=== design 1 ===
Figure 1. Cell placement (design 1).
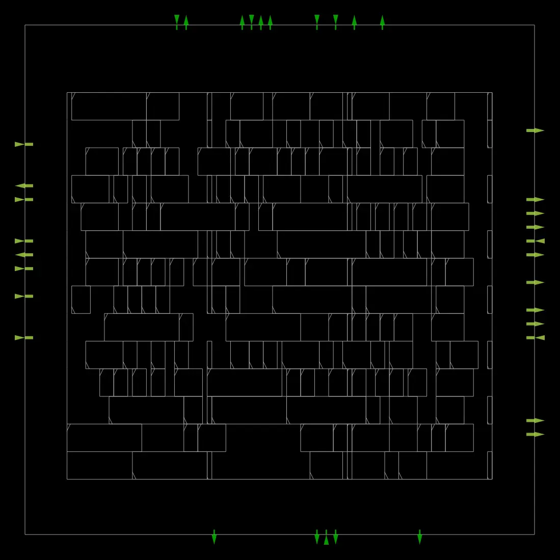

`src/rtl/interrupt_controller_pkg.sv`:
```
// rtl/interrupt_controller_pkg.sv - shared state encodings and default parameters for the interrupt controller
package interrupt_controller_pkg;

  typedef enum logic [2:0] {
    S_IDLE    = 3'd0,
    S_FLUSH   = 3'd1,
    S_SAVE    = 3'd2,
    S_VECTOR  = 3'd3,
    S_SERVICE = 3'd4,
    S_RESTORE = 3'd5
  } state_t;

  localparam int         DEF_PC_W        = 8;
  localparam logic [7:0] DEF_VEC_ADDR    = 8'h01;
  localparam int         DEF_SYNC_STAGES = 2;

endpackage

```
`src/rtl/interrupt_controller_irq_sync.sv`:
```
// rtl/interrupt_controller_irq_sync.sv - irq synchroniser chain with registered rising-edge detect
module interrupt_controller_irq_sync #(
  parameter int STAGES = 2
) (
  input  logic clk,
  input  logic rst,
  input  logic irq,
  output logic rise
);

  logic [STAGES-1:0] sync_q;
  logic              prev_q;

  // rise is registered so the edge pulse comes straight from a flop into the pending logic
  always_ff @(posedge clk) begin
    if (rst) begin
      sync_q <= '0;
      prev_q <= 1'b0;
      rise   <= 1'b0;
    end else begin
      sync_q <= {sync_q[STAGES-2:0], irq};
      prev_q <= sync_q[STAGES-1];
      rise   <= sync_q[STAGES-1] & ~prev_q;
    end
  end

endmodule

```
`src/rtl/interrupt_controller.sv`:
```
// rtl/interrupt_controller.sv - interrupt entry/return sequencer: flush, save, vector, service, restore
module interrupt_controller
  import interrupt_controller_pkg::*;
#(
  parameter int              PC_W        = DEF_PC_W,
  parameter logic [PC_W-1:0] VEC_ADDR    = PC_W'(DEF_VEC_ADDR),
  parameter int              SYNC_STAGES = DEF_SYNC_STAGES
) (
  input  logic            clk,
  input  logic            rst,
  input  logic            irq,
  input  logic            pipe_busy,
  input  logic            rti_exec,
  input  logic [PC_W-1:0] pc_ret,
  output logic            flush,
  output logic            intr,
  output logic            rti,
  output logic            stack_push,
  output logic [PC_W-1:0] stack_data,
  output logic            pc_load,
  output logic [PC_W-1:0] pc_load_addr,
  output logic            in_service
);

  state_t          state, state_nxt;
  logic            rise;
  logic            pending;
  logic [PC_W-1:0] ret_reg;

  interrupt_controller_irq_sync #(
    .STAGES(SYNC_STAGES)
  ) u_irq_sync (
    .clk (clk),
    .rst (rst),
    .irq (irq),
    .rise(rise)
  );

  // A fresh edge wins over the clear so an irq arriving during FLUSH is not lost
  always_ff @(posedge clk) begin
    if (rst) begin
      pending <= 1'b0;
    end else if (rise) begin
      pending <= 1'b1;
    end else if (state == S_FLUSH) begin
      pending <= 1'b0;
    end
  end

  always_ff @(posedge clk) begin
    if (rst) begin
      ret_reg <= '0;
    end else if (state == S_FLUSH) begin
      ret_reg <= pc_ret;
    end
  end

  always_ff @(posedge clk) begin
    if (rst) begin
      state <= S_IDLE;
    end else begin
      state <= state_nxt;
    end
  end

  always_comb begin
    state_nxt = state;
    case (state)
      S_IDLE:    if (pending && !pipe_busy) state_nxt = S_FLUSH;
      S_FLUSH:   state_nxt = S_SAVE;
      S_SAVE:    state_nxt = S_VECTOR;
      S_VECTOR:  state_nxt = S_SERVICE;
      S_SERVICE: if (rti_exec) state_nxt = S_RESTORE;
      S_RESTORE: state_nxt = S_IDLE;
      default:   state_nxt = S_IDLE;
    endcase
  end

  always_comb begin
    flush        = (state == S_FLUSH) || (state == S_SAVE);
    intr         = (state == S_SAVE);
    stack_push   = (state == S_SAVE);
    stack_data   = (state == S_SAVE) ? ret_reg : '0;
    pc_load      = (state == S_VECTOR);
    in_service   = (state == S_SERVICE);
    rti          = (state == S_RESTORE);
    pc_load_addr = VEC_ADDR;
  end

endmodule
```
`config.mk`:
```
export PLATFORM = sky130hd
export DESIGN_NAME = interrupt_controller
export DESIGN_NICKNAME = d
export VERILOG_FILES = /design/src/rtl/interrupt_controller_pkg.sv /design/src/rtl/interrupt_controller_irq_sync.sv /design/src/rtl/interrupt_controller.sv
export SDC_FILE = /design/constraint.sdc
export NUM_CORES = 1
export LEC_CHECK = 0
export ABC_AREA = 1
export ABC_CLOCK_PERIOD_IN_PS = 2050
export CORE_MARGIN = 4
export CORE_UTILIZATION = 42
export CTS_CLUSTER_SIZE = 25
export DETAILED_ROUTE_END_ITERATION = 16
export GPL_TIMING_DRIVEN = 0
export PLACE_DENSITY = 0.82
export SYNTH_ARGS = -nofsm -noshare
export SYNTH_HDL_FRONTEND = slang
export SYNTH_SLANG_ARGS = --single-unit
```
`constraint.sdc`:
```
create_clock -name clk -period 2.05 [get_ports clk]
set_input_delay 0.615 -clock clk [delete_from_list [all_inputs] [get_ports clk]]
set_output_delay 0.615 -clock clk [all_outputs]
set_load 0.01 [all_outputs]
```
=== design 2 ===
==> src/rtl/alu_issue_if.sv <==
// Handshake bundle between regfile read, the ALU issue stage and the ALU.
// The master modport is the issue stage's view; slave is its environment.
interface alu_issue_if #(
  parameter int DATA_WIDTH = 32
);
  logic                  in_valid;
  logic                  in_ready;
  logic [31:0]           instr;
  logic [DATA_WIDTH-1:0] rs1_data;
  logic [DATA_WIDTH-1:0] rs2_data;
  logic [DATA_WIDTH-1:0] imm;
  logic                  flush;
  logic                  out_valid;
  logic                  out_ready;
  logic [DATA_WIDTH-1:0] op1;
  logic [DATA_WIDTH-1:0] op2;
  logic [3:0]            alu_ctrl;
  logic                  is_branch;
  logic                  br_invert;
  logic                  illegal;

  modport master (
    input  in_valid, instr, rs1_data, rs2_data, imm, flush, out_ready,
    output in_ready, out_valid, op1, op2, alu_ctrl, is_branch, br_invert, illegal
  );

  modport slave (
    output in_valid, instr, rs1_data, rs2_data, imm, flush, out_ready,
    input  in_ready, out_valid, op1, op2, alu_ctrl, is_branch, br_invert, illegal
  );
endinterface

==> src/rtl/alu_issue_stage.sv <==
// RV32I decode/issue stage: decodes to the 4-bit ALU control code, selects operands and
// presents them through a registered output slot backed by a one-entry skid buffer.
module alu_issue_stage #(
  parameter int DATA_WIDTH = 32
) (
  input  logic       clk,
  input  logic       rst_n,
  alu_issue_if.master bus
);

  localparam logic [3:0] CTRL_ADD  = 4'b0000;
  localparam logic [3:0] CTRL_SUB  = 4'b0001;
  localparam logic [3:0] CTRL_AND  = 4'b0010;
  localparam logic [3:0] CTRL_OR   = 4'b0011;
  localparam logic [3:0] CTRL_SLL  = 4'b0100;
  localparam logic [3:0] CTRL_SLT  = 4'b0101;
  localparam logic [3:0] CTRL_SRL  = 4'b0110;
  localparam logic [3:0] CTRL_SRA  = 4'b0111;
  localparam logic [3:0] CTRL_BGE  = 4'b1000;
  localparam logic [3:0] CTRL_XOR  = 4'b1001;
  localparam logic [3:0] CTRL_PASS = 4'b1111;

  localparam logic [6:0] OPC_R      = 7'b0110011;
  localparam logic [6:0] OPC_I      = 7'b0010011;
  localparam logic [6:0] OPC_LOAD   = 7'b0000011;
  localparam logic [6:0] OPC_STORE  = 7'b0100011;
  localparam logic [6:0] OPC_JALR   = 7'b1100111;
  localparam logic [6:0] OPC_BRANCH = 7'b1100011;
  localparam logic [6:0] OPC_LUI    = 7'b0110111;

  typedef struct packed {
    logic [DATA_WIDTH-1:0] op1;
    logic [DATA_WIDTH-1:0] op2;
    logic [3:0]            alu_ctrl;
    logic                  is_branch;
    logic                  br_invert;
    logic                  illegal;
  } entry_t;

  logic [6:0] opcode_s;
  logic [2:0] funct3_s;
  logic       f7b5_s;
  entry_t     dec_s;
  entry_t     out_r, out_n;
  entry_t     skid_r, skid_n;
  logic       out_valid_r, out_valid_n;
  logic       skid_valid_r, skid_valid_n;
  logic       accept_s, consume_s;

  assign opcode_s  = bus.instr[6:0];
  assign funct3_s  = bus.instr[14:12];
  assign f7b5_s    = bus.instr[30];
  assign accept_s  = bus.in_valid & ~skid_valid_r;
  assign consume_s = out_valid_r & bus.out_ready;

  // Instruction decode; unsupported encodings leave alu_ctrl and branch flags at zero.
  always_comb begin
    dec_s     = '0;
    dec_s.op1 = bus.rs1_data;
    dec_s.op2 = bus.rs2_data;
    case (opcode_s)
      OPC_R, OPC_I: begin
        dec_s.op2 = (opcode_s == OPC_I) ? bus.imm : bus.rs2_data;
        case (funct3_s)
          3'b000:  dec_s.alu_ctrl = (opcode_s == OPC_R && f7b5_s) ? CTRL_SUB : CTRL_ADD;
          3'b001:  dec_s.alu_ctrl = CTRL_SLL;
          3'b010:  dec_s.alu_ctrl = CTRL_SLT;
          3'b100:  dec_s.alu_ctrl = CTRL_XOR;
          3'b101:  dec_s.alu_ctrl = f7b5_s ? CTRL_SRA : CTRL_SRL;
          3'b110:  dec_s.alu_ctrl = CTRL_OR;
          3'b111:  dec_s.alu_ctrl = CTRL_AND;
          default: dec_s.illegal  = 1'b1;
        endcase
      end
      OPC_LOAD, OPC_STORE, OPC_JALR: begin
        dec_s.alu_ctrl = CTRL_ADD;
        dec_s.op2      = bus.imm;
      end
      OPC_BRANCH: begin
        case (funct3_s)
          3'b000: begin
            dec_s.alu_ctrl  = CTRL_SUB;
            dec_s.is_branch = 1'b1;
          end
          3'b001: begin
            dec_s.alu_ctrl  = CTRL_SUB;
            dec_s.is_branch = 1'b1;
            dec_s.br_invert = 1'b1;
          end
          3'b100: begin
            dec_s.alu_ctrl  = CTRL_SLT;
            dec_s.is_branch = 1'b1;
          end
          3'b101: begin
            dec_s.alu_ctrl  = CTRL_BGE;
            dec_s.is_branch = 1'b1;
          end
          default: dec_s.illegal = 1'b1;
        endcase
      end
      OPC_LUI: begin
        dec_s.alu_ctrl = CTRL_PASS;
        dec_s.op2      = bus.imm;
      end
      default: begin
        dec_s.illegal = 1'b1;
        dec_s.op1     = '0;
        dec_s.op2     = '0;
      end
    endcase
  end

  // Slot/skid next state; flush wins over any accept or consume in the same cycle.
  always_comb begin
    out_n        = out_r;
    skid_n       = skid_r;
    out_valid_n  = out_valid_r;
    skid_valid_n = skid_valid_r;
    if (bus.flush) begin
      out_valid_n  = 1'b0;
      skid_valid_n = 1'b0;
    end else if (skid_valid_r) begin
      if (consume_s) begin
        out_n        = skid_r;
        out_valid_n  = 1'b1;
        skid_valid_n = 1'b0;
      end else begin
        out_n = out_r;
      end
    end else if (accept_s) begin
      if (!out_valid_r || consume_s) begin
        out_n       = dec_s;
        out_valid_n = 1'b1;
      end else begin
        skid_n       = dec_s;
        skid_valid_n = 1'b1;
      end
    end else if (consume_s) begin
      out_valid_n = 1'b0;
    end else begin
      out_valid_n = out_valid_r;
    end
  end

  // State registers for the output slot and skid entry.
  always_ff @(posedge clk or negedge rst_n) begin
    if (!rst_n) begin
      out_r        <= '0;
      skid_r       <= '0;
      out_valid_r  <= 1'b0;
      skid_valid_r <= 1'b0;
    end else begin
      out_r        <= out_n;
      skid_r       <= skid_n;
      out_valid_r  <= out_valid_n;
      skid_valid_r <= skid_valid_n;
    end
  end

  assign bus.in_ready  = ~skid_valid_r;
  assign bus.out_valid = out_valid_r;
  assign bus.op1       = out_r.op1;
  assign bus.op2       = out_r.op2;
  assign bus.alu_ctrl  = out_r.alu_ctrl;
  assign bus.is_branch = out_r.is_branch;
  assign bus.br_invert = out_r.br_invert;
  assign bus.illegal   = out_r.illegal;

endmodule

==> src/flat_wrapper.sv <==
// flat-port wrapper written by rule: the top's interface ports become plain ports
module alu_issue_stage_flat 
#(
  parameter int DATA_WIDTH = 32
)
  (clk, rst_n, bus_in_valid, bus_instr, bus_rs1_data, bus_rs2_data, bus_imm, bus_flush, bus_out_ready, bus_in_ready, bus_out_valid, bus_op1, bus_op2, bus_alu_ctrl, bus_is_branch, bus_br_invert, bus_illegal);
  alu_issue_if #(.DATA_WIDTH(DATA_WIDTH)) bus_i ();
  input  logic clk;
  input  logic rst_n;
  input wire logic [$bits(bus_i.in_valid)-1:0] bus_in_valid;
  input wire logic [$bits(bus_i.instr)-1:0] bus_instr;
  input wire logic [$bits(bus_i.rs1_data)-1:0] bus_rs1_data;
  input wire logic [$bits(bus_i.rs2_data)-1:0] bus_rs2_data;
  input wire logic [$bits(bus_i.imm)-1:0] bus_imm;
  input wire logic [$bits(bus_i.flush)-1:0] bus_flush;
  input wire logic [$bits(bus_i.out_ready)-1:0] bus_out_ready;
  output wire logic [$bits(bus_i.in_ready)-1:0] bus_in_ready;
  output wire logic [$bits(bus_i.out_valid)-1:0] bus_out_valid;
  output wire logic [$bits(bus_i.op1)-1:0] bus_op1;
  output wire logic [$bits(bus_i.op2)-1:0] bus_op2;
  output wire logic [$bits(bus_i.alu_ctrl)-1:0] bus_alu_ctrl;
  output wire logic [$bits(bus_i.is_branch)-1:0] bus_is_branch;
  output wire logic [$bits(bus_i.br_invert)-1:0] bus_br_invert;
  output wire logic [$bits(bus_i.illegal)-1:0] bus_illegal;
  assign bus_i.in_valid = bus_in_valid;
  assign bus_i.instr = bus_instr;
  assign bus_i.rs1_data = bus_rs1_data;
  assign bus_i.rs2_data = bus_rs2_data;
  assign bus_i.imm = bus_imm;
  assign bus_i.flush = bus_flush;
  assign bus_i.out_ready = bus_out_ready;
  assign bus_in_ready = bus_i.in_ready;
  assign bus_out_valid = bus_i.out_valid;
  assign bus_op1 = bus_i.op1;
  assign bus_op2 = bus_i.op2;
  assign bus_alu_ctrl = bus_i.alu_ctrl;
  assign bus_is_branch = bus_i.is_branch;
  assign bus_br_invert = bus_i.br_invert;
  assign bus_illegal = bus_i.illegal;
  alu_issue_stage #(.DATA_WIDTH(DATA_WIDTH)) u_core (.clk(clk), .rst_n(rst_n), .bus(bus_i));
endmodule
==> config.mk <==
export PLATFORM = sky130hd
export DESIGN_NAME = alu_issue_stage_flat
export DESIGN_NICKNAME = d
export VERILOG_FILES = /design/src/rtl/alu_issue_if.sv /design/src/rtl/alu_issue_stage.sv /design/src/flat_wrapper.sv
export SDC_FILE = /design/constraint.sdc
export NUM_CORES = 1
export LEC_CHECK = 0
export ABC_CLOCK_PERIOD_IN_PS = 1930
export CORE_UTILIZATION = 25
export CTS_BUF_LIST = sky130_fd_sc_hd__clkbuf_16
export CTS_CLUSTER_SIZE = 20
export DETAILED_ROUTE_END_ITERATION = 6
export GPL_ROUTABILITY_DRIVEN = 0
export PLACE_DENSITY = 0.55
export RECOVER_POWER = 100
export SYNTH_ARGS = -nofsm -noshare
export SYNTH_HDL_FRONTEND = slang
export SYNTH_SLANG_ARGS = --single-unit
==> constraint.sdc <==
create_clock -name clk -period 1.93 [get_ports clk]
set_input_delay 0.386 -clock clk [delete_from_list [all_inputs] [get_ports clk]]
set_output_delay 0.386 -clock clk [all_outputs]
set_load 0.03 [all_outputs]
=== design 3 ===
`config.mk`:
```
export PLATFORM = sky130hd
export DESIGN_NAME = otl_fifo_wr_arb
export DESIGN_NICKNAME = d
export VERILOG_FILES = /design/src/rtl/otl_pkg.sv /design/src/rtl/otl_rr_pick.sv /design/src/rtl/otl_fifo_wr_arb.sv
export SDC_FILE = /design/constraint.sdc
export NUM_CORES = 1
export LEC_CHECK = 0
export ABC_CLOCK_PERIOD_IN_PS = 5700
export CAP_MARGIN = 10
export CORE_UTILIZATION = 41
export DETAILED_ROUTE_END_ITERATION = 16
export PLACE_DENSITY = 0.95
export SYNTH_ARGS = -nofsm -noshare
export SYNTH_HDL_FRONTEND = slang
export SYNTH_SLANG_ARGS = --single-unit
```
`constraint.sdc`:
```
create_clock -name wr_clk -period 5.7 [get_ports wr_clk]
set_input_delay 1.425 -clock wr_clk [delete_from_list [all_inputs] [get_ports wr_clk]]
set_output_delay 1.425 -clock wr_clk [all_outputs]
set_load 0.01 [all_outputs]
```
`src/rtl/otl_pkg.sv`:
```
// Shared types and constants for the OTL FIFO write-port arbiter.
package otl_pkg;

  localparam int unsigned OTL_DATA_W = 32;
  localparam int unsigned OTL_STAT_W = 16;

  typedef enum logic [0:0] {
    StIdle  = 1'b0,
    StBurst = 1'b1
  } otl_state_e;

endpackage

```
`src/rtl/otl_rr_pick.sv`:
```
// Combinational round-robin picker: first set request at or above ptr_i, wrapping modulo N_REQ.
module otl_rr_pick #(
  parameter int unsigned N_REQ = 4,
  parameter int unsigned ID_W  = 2
) (
  input  logic [N_REQ-1:0] req_i,
  input  logic [ID_W-1:0]  ptr_i,
  output logic [ID_W-1:0]  idx_o,
  output logic             any_o
);

  logic [N_REQ-1:0] req_rot;
  logic [ID_W-1:0]  off;
  logic [ID_W:0]    sum;

  always_comb begin
    // Rotate so that bit 0 is the requester at ptr_i; lowest set bit is the winner's offset.
    req_rot = N_REQ'({req_i, req_i} >> ptr_i);
    off     = '0;
    for (int i = N_REQ - 1; i >= 0; i--) begin
      if (req_rot[i]) off = ID_W'(i);
    end
    sum = {1'b0, ptr_i} + {1'b0, off};
    if (sum >= (ID_W+1)'(N_REQ)) sum = sum - (ID_W+1)'(N_REQ);
    idx_o = sum[ID_W-1:0];
    any_o = |req_i;
  end

endmodule

```
`src/rtl/otl_fifo_wr_arb.sv`:
```
// Round-robin burst arbiter feeding one FIFO write port with a registered write path.
// Define OTL_FIFO_WR_ARB_STATS_EN to add per-requester saturating word counters and stat_* ports.
module otl_fifo_wr_arb
  import otl_pkg::*;
#(
  parameter int unsigned N_REQ     = 4,
  parameter int unsigned MAX_BURST = 16,
  parameter int unsigned ID_W      = 2
) (
  input  logic                        wr_clk,
  input  logic                        reset,
  input  logic [N_REQ-1:0]            req_valid,
  input  logic [OTL_DATA_W*N_REQ-1:0] req_data,
  input  logic [N_REQ-1:0]            req_last,
  output logic [N_REQ-1:0]            req_ready,
  output logic [OTL_DATA_W-1:0]       fifo_wr_data,
  output logic                        fifo_wr_en,
  input  logic                        fifo_almost_full,
  input  logic                        fifo_full,
  output logic [ID_W-1:0]             grant_id,
  output logic                        busy,
  output logic                        overflow
`ifdef OTL_FIFO_WR_ARB_STATS_EN
  ,
  input  logic [ID_W-1:0]             stat_sel,
  input  logic                        stat_clr,
  output logic [OTL_STAT_W-1:0]       stat_count
`endif
);

  localparam logic [7:0] LastCnt = 8'(MAX_BURST - 1);

  otl_state_e              state_q, state_d;
  logic [ID_W-1:0]         grant_q, grant_d;
  logic [ID_W-1:0]         ptr_q, ptr_d;
  logic [7:0]              cnt_q, cnt_d;
  logic                    wr_en_q, wr_en_d;
  logic [OTL_DATA_W-1:0]   wr_data_q, wr_data_d;
  logic                    ovf_q, ovf_d;
  logic [ID_W-1:0]         pick_idx;
  logic                    pick_any;
  logic                    accept;
  logic                    gnt_valid;
  logic                    gnt_last;
  logic [OTL_DATA_W-1:0]   gnt_word;
  logic [ID_W-1:0]         ptr_next;

  otl_rr_pick #(
    .N_REQ (N_REQ),
    .ID_W  (ID_W)
  ) u_pick (
    .req_i (req_valid),
    .ptr_i (ptr_q),
    .idx_o (pick_idx),
    .any_o (pick_any)
  );

  always_comb begin
    gnt_word = '0;
    for (int i = 0; i < N_REQ; i++) begin
      if (grant_q == ID_W'(i)) gnt_word = req_data[i*OTL_DATA_W +: OTL_DATA_W];
    end
    gnt_valid = req_valid[grant_q];
    gnt_last  = req_last[grant_q];
    ptr_next  = (grant_q == ID_W'(N_REQ - 1)) ? '0 : grant_q + 1'b1;
  end

  always_comb begin
    state_d   = state_q;
    grant_d   = grant_q;
    ptr_d     = ptr_q;
    cnt_d     = cnt_q;
    wr_en_d   = 1'b0;
    wr_data_d = wr_data_q;
    ovf_d     = ovf_q | (wr_en_q & fifo_full);
    req_ready = '0;
    accept    = 1'b0;
    unique case (state_q)
      StIdle: begin
        if (pick_any && !fifo_almost_full) begin
          grant_d = pick_idx;
          cnt_d   = '0;
          state_d = StBurst;
        end
      end
      StBurst: begin
        req_ready[grant_q] = !fifo_almost_full;
        accept             = gnt_valid && !fifo_almost_full;
        if (accept) begin
          wr_en_d   = 1'b1;
          wr_data_d = gnt_word;
          cnt_d     = cnt_q + 8'd1;
        end
        // Almost-full with valid held only stalls; a valid gap gives the port away.
        if (!gnt_valid || (accept && (gnt_last || cnt_q == LastCnt))) begin
          state_d = StIdle;
          ptr_d   = ptr_next;
        end
      end
      default: state_d = StIdle;
    endcase
  end

  always_ff @(posedge wr_clk or posedge reset) begin
    if (reset) begin
      state_q   <= StIdle;
      grant_q   <= '0;
      ptr_q     <= '0;
      cnt_q     <= '0;
      wr_en_q   <= 1'b0;
      wr_data_q <= '0;
      ovf_q     <= 1'b0;
    end else begin
      state_q   <= state_d;
      grant_q   <= grant_d;
      ptr_q     <= ptr_d;
      cnt_q     <= cnt_d;
      wr_en_q   <= wr_en_d;
      wr_data_q <= wr_data_d;
      ovf_q     <= ovf_d;
    end
  end

  assign fifo_wr_en   = wr_en_q;
  assign fifo_wr_data = wr_data_q;
  assign grant_id     = grant_q;
  assign busy         = (state_q == StBurst);
  assign overflow     = ovf_q;

`ifdef OTL_FIFO_WR_ARB_STATS_EN
  logic [OTL_STAT_W-1:0] stat_q [N_REQ];
  logic [OTL_STAT_W-1:0] stat_d [N_REQ];
  logic [OTL_STAT_W-1:0] stat_out_q, stat_out_d;

  always_comb begin
    stat_out_d = '0;
    for (int i = 0; i < N_REQ; i++) begin
      stat_d[i] = stat_q[i];
      if (stat_clr) begin
        stat_d[i] = '0;
      end else if (accept && grant_q == ID_W'(i) && stat_q[i] != '1) begin
        stat_d[i] = stat_q[i] + 1'b1;
      end
      if (stat_sel == ID_W'(i)) stat_out_d = stat_q[i];
    end
  end

  always_ff @(posedge wr_clk or posedge reset) begin
    if (reset) begin
      for (int i = 0; i < N_REQ; i++) stat_q[i] <= '0;
      stat_out_q <= '0;
    end else begin
      stat_q     <= stat_d;
      stat_out_q <= stat_out_d;
    end
  end

  assign stat_count = stat_out_q;
`endif

endmodule

```
=== design 4 ===
`src/rtl/uart_pkg.sv`:
```
// Shared UART definitions: receiver/transmitter state encoding and default frame geometry.
package uart_pkg;

  localparam int CLKS_PER_BIT_DEF = 16;
  localparam int DATA_BITS_DEF    = 8;

  typedef enum logic [2:0] {
    IDLE    = 3'd0,
    START   = 3'd1,
    DATA    = 3'd2,
    STOP    = 3'd3,
    CLEANUP = 3'd4
  } uart_state_e;

endpackage

```
`src/rtl/sync_2ff.sv`:
```
// Two-flop synchroniser for a single asynchronous input; reset value chosen per use.
module sync_2ff #(
  parameter logic RESET_VAL = 1'b1
) (
  input  logic clk,
  input  logic rst,
  input  logic d,
  output logic q
);

  logic meta;

  // NOTE: sequential state uses non-blocking assignments so both flops sample
  // their inputs from before the edge; blocking here would collapse the chain.
  always_ff @(posedge clk or negedge rst) begin
    if (!rst) begin
      meta <= RESET_VAL;
      q    <= RESET_VAL;
    end else begin
      meta <= d;
      q    <= meta;
    end
  end

endmodule

```
`src/rtl/uart_rx.sv`:
```
// 8N1 UART receiver: mid-bit sampling, LSB first, rx_valid / frame_err pulses.
module uart_rx
  import uart_pkg::*;
#(
  parameter int CLKS_PER_BIT = CLKS_PER_BIT_DEF,
  parameter int DATA_BITS    = DATA_BITS_DEF
) (
  input  logic                 clk,
  input  logic                 rst,
  input  logic                 rx_serial,
  output logic [DATA_BITS-1:0] rx_data,
  output logic                 rx_valid,
  output logic                 rx_busy,
  output logic                 frame_err
);

  localparam int CNT_W = $clog2(CLKS_PER_BIT);
  localparam int IDX_W = (DATA_BITS > 1) ? $clog2(DATA_BITS) : 1;

  localparam logic [CNT_W-1:0] HALF_CNT = CNT_W'(CLKS_PER_BIT / 2 - 1);
  localparam logic [CNT_W-1:0] LAST_CNT = CNT_W'(CLKS_PER_BIT - 1);
  localparam logic [IDX_W-1:0] LAST_IDX = IDX_W'(DATA_BITS - 1);

  uart_state_e          state;
  logic [CNT_W-1:0]     cnt;
  logic [IDX_W-1:0]     bit_idx;
  logic [DATA_BITS-1:0] shreg;
  logic                 wait_high;
  logic                 rx_s;

  // Line idles high, so the synchroniser powers up as "idle" and never fakes a start bit.
  sync_2ff #(.RESET_VAL(1'b1)) u_sync (
    .clk (clk),
    .rst (rst),
    .d   (rx_serial),
    .q   (rx_s)
  );

  assign rx_busy = (state != IDLE);

  always_ff @(posedge clk or negedge rst) begin
    if (!rst) begin
      state     <= IDLE;
      cnt       <= '0;
      bit_idx   <= '0;
      // NOTE: the shift register is reset too; it is tiny, and a defined value
      // keeps a partial byte from a previous session out of simulation and equivalence checks.
      shreg     <= '0;
      rx_data   <= '0;
      rx_valid  <= 1'b0;
      frame_err <= 1'b0;
      wait_high <= 1'b0;
    end else begin
      rx_valid  <= 1'b0;
      frame_err <= 1'b0;
      unique case (state)
        IDLE: begin
          cnt     <= '0;
          bit_idx <= '0;
          // After a framing error the line may be in break; re-arm only on a high level.
          if (rx_s)
            wait_high <= 1'b0;
          else if (!wait_high)
            state <= START;
        end
        START: begin
          if (cnt == HALF_CNT) begin
            cnt   <= '0;
            state <= rx_s ? IDLE : DATA;
          end else begin
            cnt <= cnt + 1'b1;
          end
        end
        DATA: begin
          if (cnt == LAST_CNT) begin
            cnt            <= '0;
            shreg[bit_idx] <= rx_s;
            if (bit_idx == LAST_IDX)
              state <= STOP;
            else
              bit_idx <= bit_idx + 1'b1;
          end else begin
            cnt <= cnt + 1'b1;
          end
        end
        STOP: begin
          if (cnt == LAST_CNT) begin
            cnt <= '0;
            if (rx_s) begin
              rx_data  <= shreg;
              rx_valid <= 1'b1;
            end else begin
              frame_err <= 1'b1;
              wait_high <= 1'b1;
            end
            state <= CLEANUP;
          end else begin
            cnt <= cnt + 1'b1;
          end
        end
        CLEANUP: state <= IDLE;
        default: state <= IDLE;
      endcase
    end
  end

endmodule

```
`config.mk`:
```
export PLATFORM = sky130hd
export DESIGN_NAME = uart_rx
export DESIGN_NICKNAME = d
export VERILOG_FILES = /design/src/rtl/uart_pkg.sv /design/src/rtl/sync_2ff.sv /design/src/rtl/uart_rx.sv
export SDC_FILE = /design/constraint.sdc
export NUM_CORES = 1
export LEC_CHECK = 0
export CAP_MARGIN = 0
export CORE_ASPECT_RATIO = 1.2
export CORE_MARGIN = 3
export CORE_UTILIZATION = 55
export DETAILED_ROUTE_END_ITERATION = 8
export PLACE_DENSITY = 0.79
export SETUP_SLACK_MARGIN = 0.5
export SLEW_MARGIN = 20
export SYNTH_ARGS = -nofsm -noshare
export SYNTH_HDL_FRONTEND = slang
export SYNTH_HIERARCHICAL = 1
export SYNTH_SLANG_ARGS = --single-unit
```
`constraint.sdc`:
```
create_clock -name clk -period 2.3 [get_ports clk]
set_clock_uncertainty 0.15 [all_clocks]
set_input_delay 0.345 -clock clk [delete_from_list [all_inputs] [get_ports clk]]
set_output_delay 0.345 -clock clk [all_outputs]
set_load 0.02 [all_outputs]
```
Figure 2. Routed clock nets over the placement (design 4).
(10 px per um)
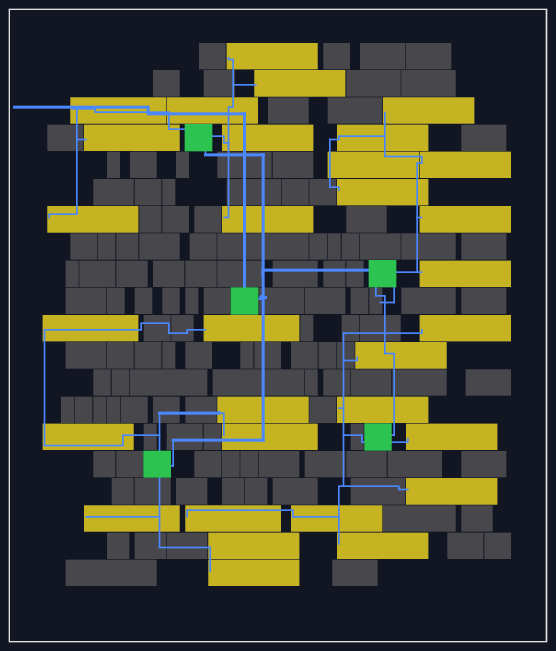
Blue marks clock wires, length 362 um. Yellow marks flip-flops, count 31. Green marks clock drivers, count 5.
There are 6 routed clock nets. Position of the flops: all over the die.

==> GITHUB_STEP_SUMMARY, design 4 <==
## Synthesis and layout report

| Metric | Value |
|---|---|
| Non-clock buffers | `35` |
| Relative slew slack | `approximately 73%` |
| Combinational gates | `80` |
| TritonCTS Sinks | `31` |
| Logic area | `roughly 700 sq um` |
| Sequential power share | `a little under half` |
| Router iterations before antenna repair | `4` |
| Clock net power | `slightly below 300 uW` |
| Yosys cell types | `39` |
| Synth Net Count | `between 100 and 150` |
| H-tree lvl count | `2` |
| Fill cells | `between 150 and 200` |
| Adders+Majority by Area | `~2.5%` |
| Most frequent cells in the layout | `dfrtp_1, buf_4, mux2_4, dlymetal6s2s_1` |
| # setup viols final | `0` |
| Largest net degree at the start of global routing | `32` |
| Inst Count DP | `around 170` |
| Pint | `approximately 1.0 mW` |
| Most used routing layer | `met2` |
| Main logic family | `simple AND/OR/NAND/NOR gates` |
| P per Cell Area | `roughly 800 nW/um^2` |
| DRT antenna net count | `0` |
| Core area | `between 2000 and 3000 sq um` |
| Clock buffers | `8` |
| Register area | `~780 sq um` |
| Clk root buf | `clkbuf_4` |
| Worst path max stage delay | `0.63 ns` |
| CTS clk-pin slew, worst paths | `approximately 0.10 ns` |
| Cell leakage power | `around 1.1 nW` |
| Ys flop type | `dfrtp_1` |
| Status | `finished, final reports clean` |
| Maximum VDD drop | `about 0.72 mV` |
| Hpwl dp | `~1900 um` |
| Final Routed Wirelength | `3280 um` |
| Setup tns final | `0 ns` |
| Seq/total area | `between 40 and 50%` |
| Final clock-cell share | `roughly 2.5%` |
[design 4: worst paths after layout]
path | start | to | slack (ns) | cells past startpoint
worst min register to register | u_sync/meta | u_sync/q | 0.21 | 0
min in group asynchronous | rst | frame_err | 0.25 | 2
worst min-delay path | u_sync/meta | u_sync/q | 0.21 | 0
max in group asynchronous | rst | u_sync/meta | 1.42 | 2
worst max-delay path | state[2] | rx_data[6] | 0.46 | 3
worst max register to register | state[2] | rx_data[6] | 0.46 | 3
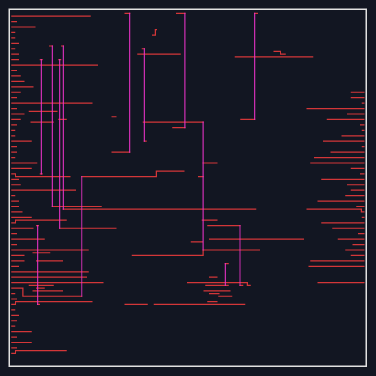
Figure 3: design 3, metal layers overlaid.
(4 px per um) Two of the layers only.
Magenta marks metal 4, wire length 367 um. Red marks metal 3, wire length 921 um.

==> GITHUB_STEP_SUMMARY, design 3 <==
## Synthesis and layout report

| Metric | Value |
|---|---|
| Setup WS pre-CTS | `1.25 ns` |
| Final nets | `between 600 and 700` |
| Non-clk invs | `7` |
| Core area | `7290 sq um` |
| Clk_skew | `~0.012 ns` |
| Final clock-cell share | `under 10%` |
| Status | `finished, final reports clean` |
| ANT cells | `0` |
| Die height | `between 80 and 90 um` |
| Arr. time, crit path | `3.04 ns` |
| Largest net degree at the start of global routing | `66` |
| Startpoint of the worst-slack reg-to-reg timing path | `grant_id[1]` |
| Data buffer area share | `approximately 37%` |
| Dominant kind of cell | `non-clock buffers` |
| Non-clock buffers | `approximately 190` |
| Chip Area, Yosys | `approximately 3100 sq um` |
| Synth top area share | `between 30% and 40%` |
| P per Cell Area | `between 400 and 500 nW/um^2` |
| Worst Path Required | `4.28 ns` |
| WHS Path Cells | `1` |
| Worst Setup SP | `fifo_almost_full` |
| Tap Count | `roughly 99` |
| Inst Count DP | `between 600 and 700` |
| Simple share | `between 20% and 30%` |
-- design 3: layer usage --
layer,global-route usage (%),vias up,part of all wire [%]
met5,0,-,0
met4,10.4,0,3.6
met3,7.94,28,8.9
met2,45.0,175,50
met1,28.2,1614,38
li1,-,1676,-
-- design 3: sequential cells by signal, summed over array words and instances, names as in the netlist --
register      count
ptr_q             2
cnt_q             8
fifo_wr_en        1
fifo_wr_data     32
grant_id          2
busy              1
overflow          1
-- design 3: worst max-delay path, stage by stage --
cell and delay, ns:
clkdlybuf4s50_1 0.49, and2b_1 0.40, and2_1 0.18, clkdlybuf4s50_1 0.54
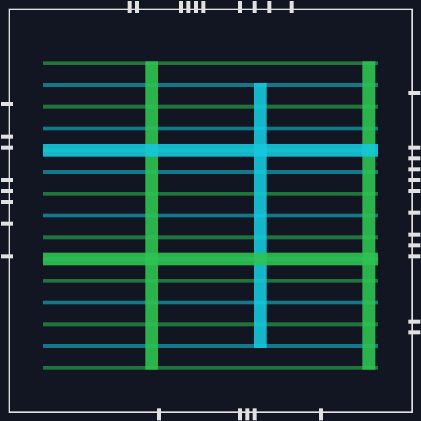
Figure 4: design 1, power grid.
(8 px per um) Pins as bars on the die edge.
Green marks VSS. Cyan marks VDD.
The core has 14 rows. 2 straps on met5. 35 signal pins sit on the boundary. 3 straps on met4. 15 met1 rails follow the rows.

About Figure 1:
Final Non-Filler Cells: 172
core area: 1590 sq um

==> GITHUB_STEP_SUMMARY, design 1 <==
## Synthesis and layout report

| Metric | Value |
|---|---|
| Maximum VDD drop | `a little under 0.5 mV` |
| ANT cells | `0` |
| Setup crit end | `stack_push` |
| DR top layer | `met4` |
| Initial antenna violation count | `0` |
| Hold Vio Cnt, Final | `0` |
| Final period utilization | `96.4%` |
| DR WL met2 | `861 um` |
| Late-Pin Clk Latency | `roughly 0.28 ns` |
| Startpoint of the worst-slack reg-to-reg timing path | `state[0]` |
| Yosys cell types | `14` |
| Synth Warn # | `0` |
| Number of global-route vias before repair | `649` |
| WHS Path Cells | `1` |
| P per Cell Area | `approximately 700 nW/um^2` |
| Hold Path Class | `reg -> reg` |
| Final Routed Wirelength | `between 1500 and 2000 um` |
| Logic area | `between 200 and 300 sq um` |
| Reg-to-reg slack, setup | `roughly 1.0 ns` |
| Inst Count DP | `166` |
| Total setup buffers inserted after CTS | `1` |
| CTS tree | `done` |
| Setup crit start kind | `flip-flop` |
| Worst-path maximum fanout | `10` |
| CP top delay family | `buffers and inverters` |
| Count leader, synth | `nor2_1` |
| Max Root-Sink Buffers | `2` |
| Clk_skew | `roughly 0.0056 ns` |
| Post_cts resized | `21` |
| Main logic family | `simple AND/OR/NAND/NOR gates` |
| Status | `finished, final reports clean` |
| Io pins | `35` |
| Init Core Util | `46.9%` |
| Met3 WL | `122 um` |
==> design 1: where the power goes <==
part | leakage (nW) | switching (mW) | internal, mW
combinational | 0.454 | 0.128 | 0.115
clock | 0.0138 | 0.0889 | 0.0681
sequential | 0.132 | 0.0186 | 0.349
==> design 1: cell type report <==
cell class | instances | share of cell area, %
repair buffers | 28 | 23.4
plain buffers | 12 | 8.68
inverters | 17 | 6.05
flip-flops and latches | 16 | 29.8
clock buffers | 3 | 2.05
multi-input cells | 72 | 27.3
well taps | 24 | 2.74
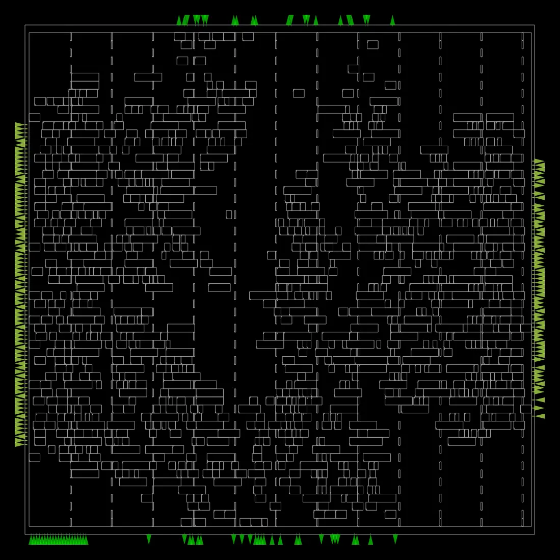
Figure 5: design 2, cell placement.
Tap Count: 378
fin util: 37.0%
Flops: 144

==> GITHUB_STEP_SUMMARY, design 2 <==
## Synthesis and layout report

| Metric | Value |
|---|---|
| Status | `finished, final reports clean` |
| Initial antenna violation count | `0` |
| Row count | `around 60` |
| Clock buffers | `17` |
| Final Routed Wirelength | `approximately 22000 um` |
| DRT antenna net count | `0` |
| Starting DRT DRC Count | `approximately 370` |
| Syn avg cell area | `roughly 9.5 sq um` |
| CTS tree | `done` |
| Clk root buf | `clkbuf_16` |
| Core area | `28000 sq um` |
| Post-synthesis instance total | `752` |
| Clock net power | `~3.5 mW` |
| Total grt overflow | `0` |
| Init Core Util | `roughly 26%` |
| Post_cts resized | `3` |
| Setup WS pre-CTS | `-0.247 ns` |
| Met1 WL | `between 9000 and 10000 um` |
| Non-clock buffers | `approximately 250` |
| Switching power | `between 2 and 3 mW` |
| Seq. pwr | `roughly 3.7 mW` |
| Cts hold-fix bufs | `1` |
| Bufs and invs on worst path | `1` |
| M2 GR Usage | `between 20% and 30%` |
| Pins Over Slew Limit | `0` |
| Hold_sp | `u_core.skid_r[4]` |
| Top area cell types | `dfrtp_1, nand3_1, a31oi_1, mux2i_1, nand2_1` |
| Maximum VDD drop | `roughly 0.54 mV` |
| Setup tns final | `0 ns` |
| Post-synthesis sequential area ratio | `slightly above 50%` |
| Sw frac | `a little under 30%` |
| CP top delay family | `buffers and inverters` |
| H-tree lvl count | `4` |
| Final nets | `1080` |
| P per Cell Area | `around 890 nW/um^2` |
| Yosys cell types | `49` |
| Ys cells | `between 700 and 800` |
| Post-synth regs | `~140` |
| Setup crit start kind | `flip-flop` |
| Clk_skew | `around 0.018 ns` |
| Register with the most flip-flops | `u_core.skid_r` |
==> design 2: per-stage QoR <==
| step | hold slack, ns | cell area [sq um] | utilization (%) | std cells |
|---|---|---|---|---|
| 6_report | 0.476 | 10400 | 37.0 | 1338 |
| 5_1_grt | 0.507 | 10400 | 37.0 | 1338 |
| 4_1_cts | 0.480 | 10500 | 37.6 | 1338 |
| 3_5_place_dp | 0.350 | 9900 | 35.4 | 1305 |
| 3_3_place_gp | 0.345 | 9900 | 35.4 | 1305 |
| 2_1_floorplan | 0.0904 | 7160 | - | 752 |


==> notes/layouts.md <==
Pictures saved along the way, in no particular order.

Placement by cell class.
(a)
(3 px per um) Fill, decap, tap and diode cells in grey.
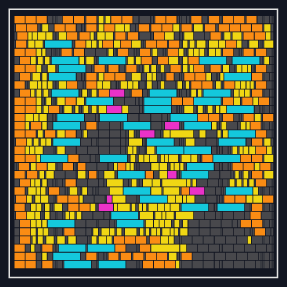
(b)
(4 px per um) Fill, decap, tap and diode cells in grey.
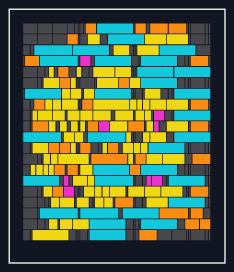
(c)
(6 px per um) Fill, decap, tap and diode cells in grey.
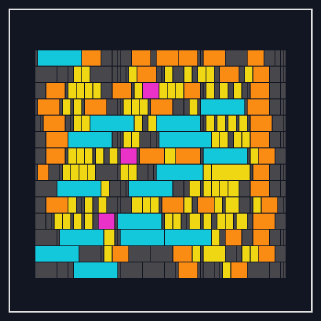
(d)
(1.5 px per um) Fill, decap, tap and diode cells in grey.
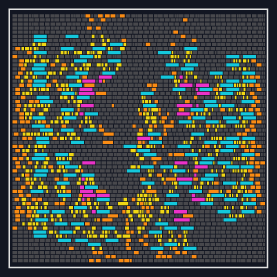
(c) comes from design 1.
(a) comes from design 3.
(b) comes from design 4.
(d) comes from design 2.
Of these, most sequential cells: (d)
Of these, fewest sequential cells: (c)


==> gallery <==
Power grid.
Plate I
(6 px per um) Pins as bars on the die edge.
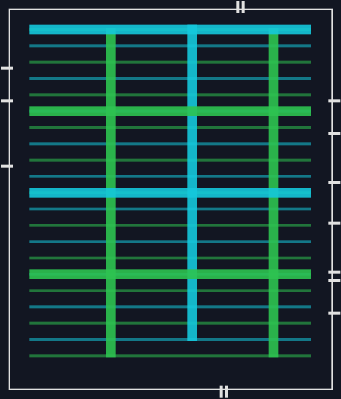
Plate II
(2 px per um) Pins as bars on the die edge.
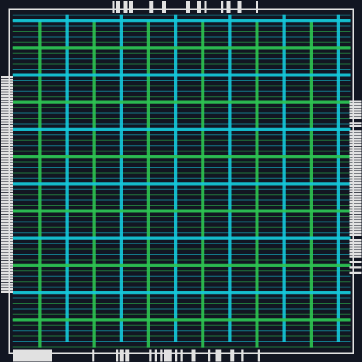
Plate III
(4 px per um) Pins as bars on the die edge.
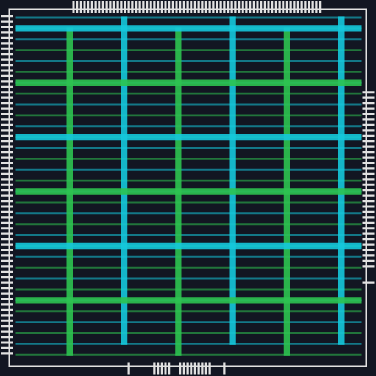
Plate II comes from design 2.
Plate I comes from design 4.
Plate III comes from design 3.
The one with the fewest pins is Plate I.

Power figures rest on the tool's default switching activity, not on a simulated workload.
